# ---- seq_pattern_detector ----
$ cat src/rtl/seq_pattern_detector.sv
// Serial pattern detector with saturating match counter.
// Define SEQ_DET_MOORE_OUT_EN for a registered (Moore) yout; default is combinational (Mealy).
module seq_pattern_detector #(
  parameter int                 PAT_LEN = 4,
  parameter logic [PAT_LEN-1:0] PATTERN = 4'b1011,
  parameter int                 OVERLAP = 1,
  parameter int                 CNT_W   = 4
) (
  input  logic             clk,
  input  logic             reset,
  input  logic             ain,
  input  logic             ain_valid,
  input  logic             clr_cnt,
  output logic             yout,
  output logic [CNT_W-1:0] count
);

  localparam int FW = $clog2(PAT_LEN + 1);
  localparam logic [FW-1:0] FULL = FW'(PAT_LEN);

  logic [PAT_LEN-1:0] hist;
  logic [PAT_LEN-1:0] nh;
  logic [FW-1:0]      fill;
  logic [FW-1:0]      nf;
  logic               match;

  always_comb begin
    nh    = {hist[PAT_LEN-2:0], ain};
    nf    = (fill == FULL) ? FULL : fill + 1'b1;
    match = ain_valid && (nf == FULL) && (nh == PATTERN);
  end

  // Idle cycles hold history and fill, so gaps never break a partial sequence.
  always_ff @(posedge clk) begin
    if (reset) begin
      hist <= '0;
      fill <= '0;
    end else if (ain_valid) begin
      hist <= nh;
      if (match) fill <= (OVERLAP != 0) ? FULL : '0;
      else       fill <= nf;
    end
  end

  always_ff @(posedge clk) begin
    if (reset)                       count <= '0;
    else if (clr_cnt)                count <= '0;
    else if (match && (count != '1)) count <= count + 1'b1;
  end

`ifdef SEQ_DET_MOORE_OUT_EN
  logic yout_q;

  always_ff @(posedge clk) begin
    if (reset) yout_q <= 1'b0;
    else       yout_q <= match;
  end

  assign yout = yout_q;
`else
  assign yout = match & ~reset;
`endif

endmodule

$ cat config.mk
export PLATFORM = sky130hd
export DESIGN_NAME = seq_pattern_detector
export DESIGN_NICKNAME = d
export VERILOG_FILES = /design/src/rtl/seq_pattern_detector.sv
export SDC_FILE = /design/constraint.sdc
export NUM_CORES = 1
export LEC_CHECK = 0
export CAP_MARGIN = 20
export CORE_MARGIN = 2
export CORE_UTILIZATION = 32
export CTS_BUF_LIST = sky130_fd_sc_hd__clkbuf_4
export DETAILED_ROUTE_END_ITERATION = 10
export GPL_TIMING_DRIVEN = 0
export RECOVER_POWER = 25
export REMOVE_ABC_BUFFERS = 1
export SLEW_MARGIN = 20
export SYNTH_ARGS = -nofsm -noshare
export SYNTH_HDL_FRONTEND = slang
export SYNTH_SLANG_ARGS = --single-unit
$ cat constraint.sdc
create_clock -name clk -period 3.23 [get_ports clk]
set_input_delay 0.4845 -clock clk [delete_from_list [all_inputs] [get_ports clk]]
set_output_delay 0.4845 -clock clk [all_outputs]
set_load 0.01 [all_outputs]
# ---- gcd_sram_initiator ----
$ cat src/rtl/gcd_sram_initiator.sv
// gcd_sram_initiator
// Master-side sequencer for the 64-bit GCD SRAM-style register port.
// Host commands become single-cycle SRAM_* strobes:
//   - write bursts stream WR_* words into consecutive words of one region;
//   - read bursts return data through a small credit-managed FIFO to RD_*.
// Optional build macro: GCD_INIT_BYTE_MASK_EN
//   - defined: WR_STRB becomes the byte mask (SRAM_WBEn = ~WR_STRB);
//   - undefined: every write is a full-word write.
`timescale 1ns/1ps

module gcd_sram_initiator #(
    parameter int FIFO_DEPTH = 4
) (
    input  logic        CLK,
    input  logic        RESETn,
    input  logic        CMD_VALID,
    output logic        CMD_READY,
    input  logic        CMD_WRITE,
    input  logic [3:0]  CMD_REGION,
    input  logic [4:0]  CMD_WORD,
    input  logic [4:0]  CMD_LEN,
    input  logic        CMD_WAIT,
    input  logic        WR_VALID,
    output logic        WR_READY,
    input  logic [63:0] WR_DATA,
    input  logic [7:0]  WR_STRB,
    output logic        RD_VALID,
    input  logic        RD_READY,
    output logic [63:0] RD_DATA,
    input  logic        GCD_DONE,
    output logic        BUSY,
    output logic        SRAM_CEn,
    output logic        SRAM_WEn,
    output logic [7:0]  SRAM_WBEn,
    output logic [31:0] SRAM_ADDR,
    output logic [63:0] SRAM_WDATA,
    input  logic [63:0] SRAM_RDATA
);
    localparam int PW = $clog2(FIFO_DEPTH);
    localparam int CW = $clog2(FIFO_DEPTH + 1);

    typedef enum logic [2:0] {S_IDLE, S_WRITE, S_WAIT, S_READ, S_DRAIN} state_t;
    state_t r_state, w_state_next;

    logic [3:0]    r_region;
    logic [4:0]    r_word;
    logic [5:0]    r_left;          // accesses still to be issued in this burst
    logic          r_rd_strobe;     // read strobe on the port this cycle
    logic          r_rd_ret;        // SRAM_RDATA carries returned data this cycle
    logic [63:0]   r_fifo_mem [FIFO_DEPTH];
    logic [PW-1:0] r_wr_ptr;
    logic [PW-1:0] r_rd_ptr;
    logic [CW-1:0] r_count;

    logic          w_cmd_fire;
    logic          w_wr_fire;
    logic          w_issue;
    logic          w_credit;
    logic          w_push;
    logic          w_pop;
    logic [1:0]    w_inflight;
    logic [CW:0]   w_occupancy;
    logic [7:0]    w_wbe_write;
    logic [8:0]    w_rd_loc;

`ifdef GCD_INIT_BYTE_MASK_EN
    assign w_wbe_write = ~WR_STRB;
`else
    logic w_unused_strb;
    assign w_unused_strb = ^WR_STRB;
    assign w_wbe_write   = 8'h00;
`endif

    assign w_cmd_fire  = CMD_VALID & CMD_READY;
    assign w_wr_fire   = WR_VALID & WR_READY;
    assign w_inflight  = {1'b0, r_rd_strobe} + {1'b0, r_rd_ret};
    assign w_occupancy = {1'b0, r_count} + (CW+1)'(w_inflight);
    // Every issued read owns a FIFO slot until it is popped, so the FIFO can never overflow.
    assign w_credit    = (w_occupancy < (CW+1)'(FIFO_DEPTH));
    assign w_push      = r_rd_ret;
    assign w_pop       = RD_VALID & RD_READY;
    assign RD_VALID    = (r_count != '0);
    assign RD_DATA     = r_fifo_mem[r_rd_ptr];
    assign BUSY        = (r_state != S_IDLE) | (w_inflight != 2'd0) | (~SRAM_CEn & ~SRAM_WEn);

    // State register
    always_ff @(posedge CLK or negedge RESETn) begin
        if (!RESETn) r_state <= S_IDLE;
        else         r_state <= w_state_next;
    end

    // Next-state decision
    always_comb begin
        w_state_next = r_state;
        case (r_state)
            S_IDLE: begin
                if (CMD_VALID) begin
                    if (CMD_WRITE)     w_state_next = S_WRITE;
                    else if (CMD_WAIT) w_state_next = S_WAIT;
                    else               w_state_next = S_READ;
                end
            end
            S_WRITE: if (w_wr_fire && r_left == 6'd1) w_state_next = S_IDLE;
            S_WAIT:  if (GCD_DONE) w_state_next = S_READ;
            S_READ:  if (r_left == 6'd0 || (w_issue && r_left == 6'd1)) w_state_next = S_DRAIN;
            S_DRAIN: if (w_inflight == 2'd0) w_state_next = S_IDLE;
            default: w_state_next = S_IDLE;
        endcase
    end

    // Handshake readies and read issue; an immediate read may issue in the accepting cycle
    always_comb begin
        CMD_READY = 1'b0;
        WR_READY  = 1'b0;
        w_issue   = 1'b0;
        w_rd_loc  = {r_region, r_word};
        case (r_state)
            S_IDLE: begin
                CMD_READY = 1'b1;
                w_issue   = CMD_VALID & ~CMD_WRITE & ~CMD_WAIT & w_credit;
                w_rd_loc  = {CMD_REGION, CMD_WORD};
            end
            S_WRITE: WR_READY = 1'b1;
            S_READ:  w_issue  = w_credit & (r_left != 6'd0);
            default: ;
        endcase
    end

    // Burst position: region fixed per burst, word wraps 31->0 inside the region
    always_ff @(posedge CLK or negedge RESETn) begin
        if (!RESETn) begin
            r_region <= 4'd0;
            r_word   <= 5'd0;
            r_left   <= 6'd0;
        end else if (w_cmd_fire) begin
            r_region <= CMD_REGION;
            r_word   <= CMD_WORD + {4'd0, w_issue};
            r_left   <= {1'b0, CMD_LEN} + 6'd1 - {5'd0, w_issue};
        end else if (w_wr_fire || w_issue) begin
            r_word   <= r_word + 5'd1;
            r_left   <= r_left - 6'd1;
        end
    end

    // Registered SRAM port: each strobe lasts one cycle, otherwise the port idles
    always_ff @(posedge CLK or negedge RESETn) begin
        if (!RESETn) begin
            SRAM_CEn    <= 1'b1;
            SRAM_WEn    <= 1'b1;
            SRAM_WBEn   <= 8'hFF;
            SRAM_ADDR   <= 32'd0;
            SRAM_WDATA  <= 64'd0;
            r_rd_strobe <= 1'b0;
        end else begin
            SRAM_CEn    <= 1'b1;
            SRAM_WEn    <= 1'b1;
            SRAM_WBEn   <= 8'hFF;
            r_rd_strobe <= 1'b0;
            if (w_wr_fire) begin
                SRAM_CEn   <= 1'b0;
                SRAM_WEn   <= 1'b0;
                SRAM_WBEn  <= w_wbe_write;
                SRAM_ADDR  <= {20'd0, r_region, r_word, 3'b000};
                SRAM_WDATA <= WR_DATA;
            end else if (w_issue) begin
                SRAM_CEn    <= 1'b0;
                SRAM_ADDR   <= {20'd0, w_rd_loc, 3'b000};
                r_rd_strobe <= 1'b1;
            end
        end
    end

    // Read return tracking and FIFO pointers
    always_ff @(posedge CLK or negedge RESETn) begin
        if (!RESETn) begin
            r_rd_ret <= 1'b0;
            r_wr_ptr <= '0;
            r_rd_ptr <= '0;
            r_count  <= '0;
        end else begin
            r_rd_ret <= r_rd_strobe;
            if (w_push) r_wr_ptr <= r_wr_ptr + 1'b1;
            if (w_pop)  r_rd_ptr <= r_rd_ptr + 1'b1;
            r_count  <= r_count + CW'(w_push) - CW'(w_pop);
        end
    end

    // FIFO storage captures the word returned the cycle after each read strobe
    always_ff @(posedge CLK) begin
        if (w_push) r_fifo_mem[r_wr_ptr] <= SRAM_RDATA;
    end

endmodule
$ cat config.mk
export PLATFORM = sky130hd
export DESIGN_NAME = gcd_sram_initiator
export DESIGN_NICKNAME = d
export VERILOG_FILES = /design/src/rtl/gcd_sram_initiator.sv
export SDC_FILE = /design/constraint.sdc
export NUM_CORES = 1
export LEC_CHECK = 0
export CAP_MARGIN = 20
export CORE_UTILIZATION = 45
export CTS_BUF_LIST = sky130_fd_sc_hd__clkbuf_2
export CTS_CLUSTER_SIZE = 16
export DETAILED_ROUTE_END_ITERATION = 6
export HOLD_SLACK_MARGIN = 0.08
export PLACE_DENSITY = 0.79
export SYNTH_ARGS = -nofsm -noshare
export SYNTH_HDL_FRONTEND = slang
export SYNTH_SLANG_ARGS = --single-unit
export TNS_END_PERCENT = 50
$ cat constraint.sdc
create_clock -name CLK -period 3.1 [get_ports CLK]
set_clock_uncertainty 0.1 [all_clocks]
set_input_delay 0.465 -clock CLK [delete_from_list [all_inputs] [get_ports CLK]]
set_output_delay 0.465 -clock CLK [all_outputs]
set_load 0.02 [all_outputs]
# ---- fpu_addsub_sched ----
**config.mk**
```make
export PLATFORM = sky130hd
export DESIGN_NAME = fpu_addsub_sched
export DESIGN_NICKNAME = d
export VERILOG_FILES = /design/src/rtl/fpu_addsub_sched.sv
export SDC_FILE = /design/constraint.sdc
export NUM_CORES = 1
export LEC_CHECK = 0
export CORE_UTILIZATION = 30
export CTS_BUF_LIST = sky130_fd_sc_hd__clkbuf_4
export DETAILED_ROUTE_END_ITERATION = 6
export PLACE_DENSITY = 0.66
export RECOVER_POWER = 50
export SLEW_MARGIN = 20
export SYNTH_ARGS = -nofsm -noshare
export SYNTH_HDL_FRONTEND = slang
export SYNTH_SLANG_ARGS = --single-unit
```
**constraint.sdc**
```tcl
create_clock -name clk -period 6.2 [get_ports clk]
set_input_delay 1.86 -clock clk [delete_from_list [all_inputs] [get_ports clk]]
set_output_delay 1.86 -clock clk [all_outputs]
set_load 0.01 [all_outputs]
```
**src/rtl/fpu_addsub_sched.sv**
```systemverilog
`default_nettype none
// ============================================================================
// Module   : fpu_addsub_sched
// Brief    : Round-robin issue of two add/sub ports onto one shared fadd_pipe,
//            returning each result with its originating port id and tag.
// Revision : 1.0
// ============================================================================
module fpu_addsub_sched #(
    parameter int LAT  = 3,
    parameter int TAGW = 4
) (
    input  logic                      clk,
    input  logic                      rst,

    input  logic                      p0_valid,
    output logic                      p0_ready,
    input  logic                      p0_sub,
    input  logic [31:0]               p0_x,
    input  logic [31:0]               p0_y,
    input  logic [TAGW-1:0]           p0_tag,

    input  logic                      p1_valid,
    output logic                      p1_ready,
    input  logic                      p1_sub,
    input  logic [31:0]               p1_x,
    input  logic [31:0]               p1_y,
    input  logic [TAGW-1:0]           p1_tag,

    output logic [31:0]               fa_x,
    output logic [31:0]               fa_y,
    input  logic [31:0]               fa_res,

    output logic                      res_valid,
    output logic                      res_id,
    output logic [TAGW-1:0]           res_tag,
    output logic [31:0]               res,
    output logic [$clog2(LAT+2)-1:0]  inflight
);

    localparam int                CNTW  = $clog2(LAT+2);
    localparam logic [CNTW-1:0]   c_one = CNTW'(1);

    // r_rr = 0 favours port 0 when both ports request
    logic                 r_rr;
    logic                 w_gnt0;
    logic                 w_gnt1;
    logic                 w_acc;
    logic                 w_sub;
    logic [31:0]          w_x;
    logic [31:0]          w_y;
    logic [TAGW-1:0]      w_tag;

    logic [31:0]          r_fa_x;
    logic [31:0]          r_fa_y;
    logic [LAT:0]         r_v;
    logic [LAT:0]         r_id;
    logic [TAGW-1:0]      r_tag [0:LAT];
    logic [CNTW-1:0]      r_inflight;

    assign w_gnt0 = p0_valid & (~p1_valid | ~r_rr);
    assign w_gnt1 = p1_valid & (~p0_valid |  r_rr);
    assign w_acc  = w_gnt0 | w_gnt1;

    assign w_sub  = w_gnt1 ? p1_sub : p0_sub;
    assign w_x    = w_gnt1 ? p1_x   : p0_x;
    assign w_y    = w_gnt1 ? p1_y   : p0_y;
    assign w_tag  = w_gnt1 ? p1_tag : p0_tag;

    assign p0_ready = w_gnt0;
    assign p1_ready = w_gnt1;

    always_ff @(posedge clk) begin
        if (rst) begin
            r_rr       <= 1'b0;
            r_fa_x     <= 32'h0;
            r_fa_y     <= 32'h0;
            r_v        <= '0;
            r_id       <= '0;
            r_inflight <= '0;
            for (int i = 0; i <= LAT; i++) begin
                r_tag[i] <= '0;
            end
        end else begin
            if (w_gnt0) begin
                r_rr <= 1'b1;
            end else if (w_gnt1) begin
                r_rr <= 1'b0;
            end

            // Subtraction is an add with y's sign inverted, NaN and zero included
            if (w_acc) begin
                r_fa_x <= w_x;
                r_fa_y <= {w_y[31] ^ w_sub, w_y[30:0]};
            end

            r_v[0]   <= w_acc;
            r_id[0]  <= w_gnt1;
            r_tag[0] <= w_tag;
            for (int i = 1; i <= LAT; i++) begin
                r_v[i]   <= r_v[i-1];
                r_id[i]  <= r_id[i-1];
                r_tag[i] <= r_tag[i-1];
            end

            case ({w_acc, r_v[LAT]})
                2'b10:   r_inflight <= r_inflight + c_one;
                2'b01:   r_inflight <= r_inflight - c_one;
                default: r_inflight <= r_inflight;
            endcase
        end
    end

    assign fa_x      = r_fa_x;
    assign fa_y      = r_fa_y;
    assign res_valid = r_v[LAT];
    assign res_id    = r_id[LAT];
    assign res_tag   = r_tag[LAT];
    assign res       = r_v[LAT] ? fa_res : 32'h0;
    assign inflight  = r_inflight;

endmodule
`default_nettype wire
```

==> notes/layouts.md <==
Pictures saved along the way, in no particular order.

I/O pins on the die edge.
Pins as bars across the die edge, other pins in grey.
panel A
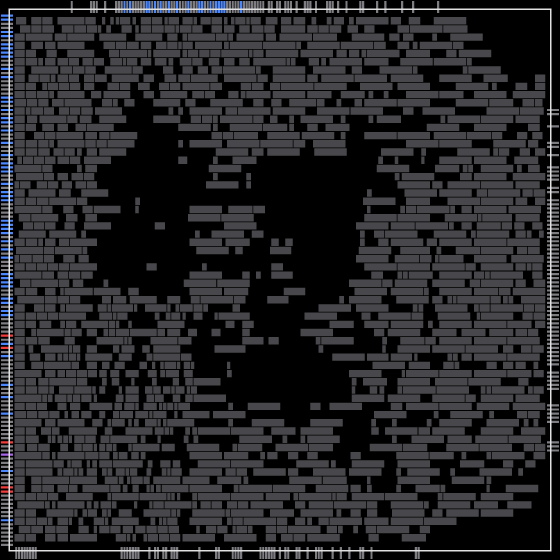
panel B
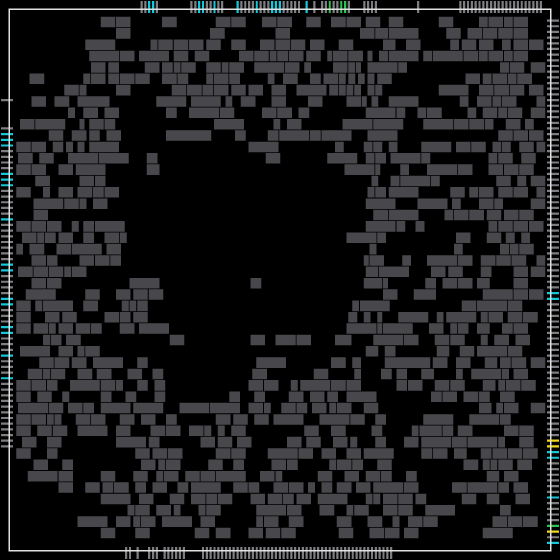
panel C
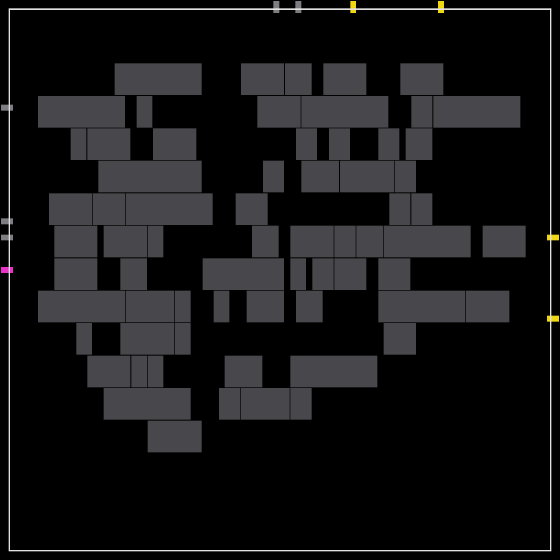
- fewest pins: panel C
- most pins: panel A
panel A -> gcd_sram_initiator
panel C -> seq_pattern_detector
panel B -> fpu_addsub_sched

Figure 1. Selected gate families (seq_pattern_detector).
The bar under the picture is 10 um long.
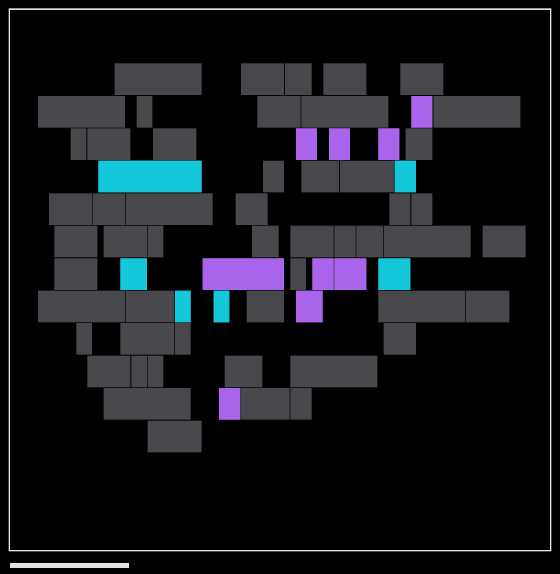
Key: inverting AOI/OAI gates = purple [cells 9, where middle]; NAND gates = cyan [cells 6]
Commonest Layout Cell: dfxtp_1
logic share of the area: 48.58%
Final Non-Filler Cells: 83

==> changes_impl.md, seq_pattern_detector <==
## Flow update

- Routed Antenna Nets: 0
- Clock Tree Buf Depth: 2
- GPL Wtd Cong: 0.7772
- Status: finished clean
- Largest net degree at the start of global routing: 10
- Fmax: 342.3 MHz
- Met3 WL: around 51 um
- Slew @ Worst Pin: approximately 0.44 ns
- Minimum clock period: between 2 and 3 ns
- Synthesis-to-finish area growth: 21.61%
- Setup-failing EPs final: 0
- Max layer used: met4
- CP arrival: about 2.4 ns
- Basic Gates by Area: 26.21%
- OpenROAD warning count: 26
- First-pass GRT wire length: around 1.7 mm
- Critical path capture point: yout
- Met2 WL: 419 um
- Hpwl dp: between 700 and 800 um
- Post-synth top cells: dfxtp_1 (10), nor2_1 (6), nor3_1 (5)
- Xor/xnor share of the synthesized area: about 1.6%
- Cell Chain, Critical Path: dlygate4sd3_1, nand4b_4, or2_1, nor3_1, clkdlybuf4s50_1
- Clock buffers: 3
- DP Worst Slack: between 0.3 and 0.4 ns
[seq_pattern_detector: critical path: cells and delay by family]
family | cells | cell delay (ns)
simple gates | 3 | 0.58
buf+inv | 2 | 1.37
[seq_pattern_detector: power by group]
part           internal (mW)  total, mW  switching, mW
clock                 0.0429     0.0826         0.0397
sequential             0.127      0.131        0.00378
combinational         0.0128     0.0251         0.0123
total                  0.182      0.238         0.0557
[seq_pattern_detector: flip-flops by register name, summed over array words and instances, names as in the netlist]
signal  flops
hist        3
fill        3
count       4
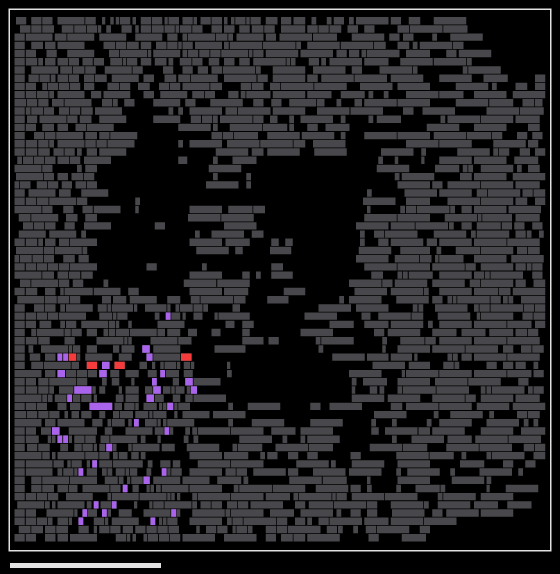
Figure 2: gcd_sram_initiator, selected gate families.
The bar under the picture is 50 um long.
Key: AND-OR and OR-AND gates = red [cells 4]; inverting AOI/OAI gates = purple [cells 36, where bottom left]
Commonest Layout Cell: edfxtp_1
Final Non-Filler Cells: 1726

==> changes_impl.md, gcd_sram_initiator <==
## Flow update

- Status: finished clean
- Period utilization: 95.85%
- Die H: between 150 and 200 um
- CTS tree: built
- Flops & latches, synth: about 360
- Setup-failing EPs final: 0
- Critical Path Start: r_rd_ptr[0]$_DFFE_PN0P_
- CTS sink count: about 360
- Largest area contributor in the netlist: edfxtp_1
- Endpoint, Worst Hold: SRAM_WDATA[44]$_DFFE_PN0P_
- Worst path slowest cell: dfrtp_4
- Top pwr grp: combinational cells
- Critical-path maximum fanout: 7
- Register Area: a little over 0.01 sq mm
- Hold WC Path Type: input port to flip-flop
- CP max stage delay: 0.52 ns
- Clock buffers: ~130
- Max H-tree Level: 3
- Die W: 179 um
- Initial Util: around 46%
- Crit start category: flip-flop
- Vias: ~8600
- Gate Area: between 0.003 and 0.004 sq mm
- Buffer share of cell area: 23.68%
- Area share of the largest cell type after synthesis: between 50 and 60%
- Routed Antenna Nets: 0
- Mapped Area: 0.01410 sq mm
- Total power: between 15 and 20 mW
- Seq/total area: about half
- Layout Nets: ~1400
- Core footprint: slightly above 0.03 sq mm
- Hold buffer count at CTS: ~130
- Inverter count: 18
- Clock Root Buffer: clkbuf_2
- Largest regs: r_fifo_mem: 256 flops, SRAM_WDATA: 64 flops, SRAM_ADDR: 9 flops
- Cells after synthesis: around 740
- Largest class: registers
- Tap cell count: ~400
- Worst Reg-to-Reg Cells: 15
- Biggest area cells: edfxtp_1 (55%), dfrtp_1 (18%), mux4_2 (10%)
- Vias in the first global route: ~9400
- Post-route cell area: about 0.020 sq mm
- Post-synth top cells: edfxtp_1 (256), dfrtp_1 (100), mux2_2 (69)
- Int Pwr: 11.17 mW
- Fmax: 336.6 MHz
- Ant diodes: 3
- Yosys stat cell total: ~740
- Sw Share: a little over a third
- Pins Over Slew Limit: 0
- Switching pwr: 6.111 mW
[gcd_sram_initiator: layer usage]
layer | GRT usage [%] | vias up | wire length [um]
li1 | - | 3918 | -
met1 | 24.91 | 4271 | 13310
met2 | 35.47 | 367 | 16900
met3 | 6.849 | 51 | 2612
met4 | 7.203 | 0 | 714
met5 | 0 | - | 0
[gcd_sram_initiator: worst max-delay path: cells and delay by family (launching register included)]
kind | cells | cell delay (ns)
DFF | 1 | 0.52
buffers and inverters | 4 | 0.61
muxes | 1 | 0.41
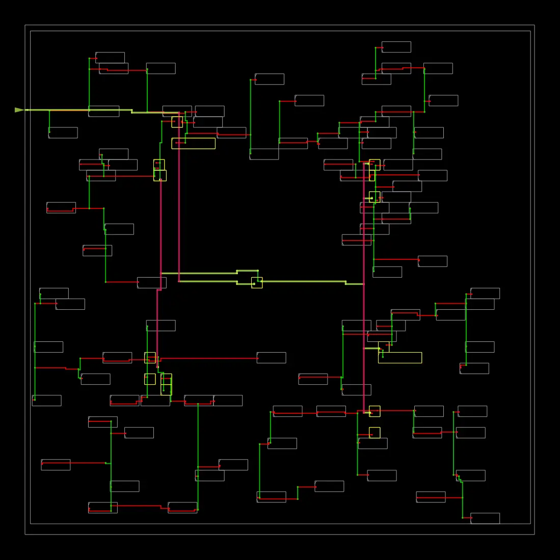
Figure 3: fpu_addsub_sched, clock routing.
CTS sink count: 92
Worst Skew: 0.01615 ns
flip-flops: 92
Worst-Skew Late Latency: 0.46 ns
Power Clock: 382 uW

==> changes_impl.md, fpu_addsub_sched <==
## Flow update

- Mapped Area: ~0.0049 sq mm
- Met3 WL: 1.254 mm
- Layout Nets: 906
- Avg Cell Area, Syn: 9.930 sq um
- Max Cap Viol: 1
- Comb group: approximately 380 uW
- Status: finished, violations left
- Setup-failing EPs final: 0
- Sw Share: roughly 28%
- Via density: 5.053
- Slew @ Worst Pin: 1.989 ns
- Critical Path Start: p1_valid
- Flops & latches, synth: 92
- DP Worst Slack: roughly 1.1 ns
- Worst path slowest cell: clkdlybuf4s50_1
- CP arrival: around 3.5 ns
- Sequential power: around 660 uW
- Seq/total area: a little under a quarter
- Crit path buffers/inverters: 4
- I/O Buffers: about 280
- Unrepaired setup endpoints after global routing: false
- Chip Area: 0.01673 sq mm
- Num CTS Buffers: 9
- Total GRT Usage: roughly a fifth
- Commonest Layout Cell: clkdlybuf4s50_1
- Layer with the highest usage: met2
- Basic Gates by Area: 24.25%
- Gate Area: 0.002599 sq mm
- Hold buffer count at CTS: 0
- Hold WC Path Type: flip-flop to flip-flop
- Initial antenna violation count: 1
- Top pwr grp: registers
- Clock buffers: 10
- Ant diodes: 1
- Routed Antenna Nets: 0
- Synth mux share: about an eighth
- Pre-Repair DR Iteration Count: 4
- Met2 Use GR: between 30% and 40%
- Total power: roughly 1.4 mW
- Clock Tree Buf Depth: 2
- Synth Net Count: 666
- Pins Over Slew Limit: approximately 93
- Failing checks: max-capacitance violations, max-slew violations
- Critical Path Stages: 5
- Final Non-Filler Cells: between 900 and 1000
- Leakage: 2.875 nW
- Die W: ~130 um
- Final wirelength: between 15 and 20 mm
- Adder Area Share: less than 1%
fpu_addsub_sched: cell usage after synthesis (all sizes together):
library cell	instances	share of area [%]
a2111oi	63	14
a21boi	1	0.15
a21oi	6	0.62
a32o	1	0.21
and2	32	4.1
buf	32	5.9
clkbuf	25	1.9
clkinv	1	0.10
dfxtp	92	38
fa	1	0.41
ha	1	0.26
inv	1	0.077
mux2i	64	13
nand2	1	0.077
nand2b	1	0.13
nand3	5	0.51
nor2	6	0.46
nor2b	20	2.6
nor3	63	6.5
nor3b	63	9.7
o21ai	6	0.62
or3	1	0.13
xnor2	3	0.54
xor2	1	0.18


==> notes/layouts.md <==
Pictures saved along the way, in no particular order.

Wiring by layer.
Only two layers are drawn.
Plate I
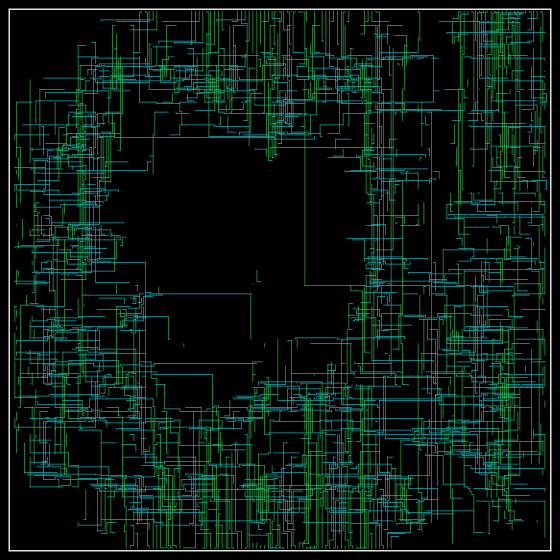
Plate II
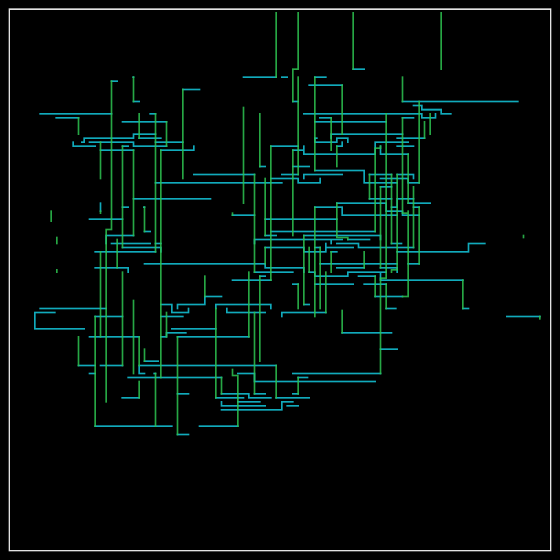
Plate III
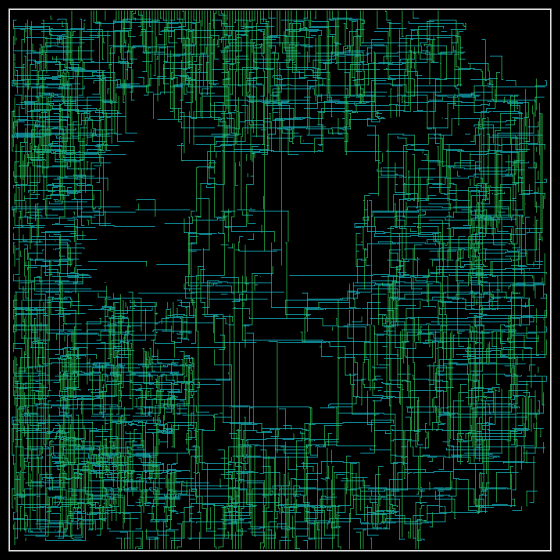
| picture | from |
|---|---|
| Plate II | seq_pattern_detector |
| Plate I | fpu_addsub_sched |
| Plate III | gcd_sram_initiator |
The one with the most wire is Plate III.

Key to Plate III:
Key: met2 = green [wire length 16900 um]; met1 = cyan [wire length 13300 um]

Power is estimated from default activity; no workload was simulated.
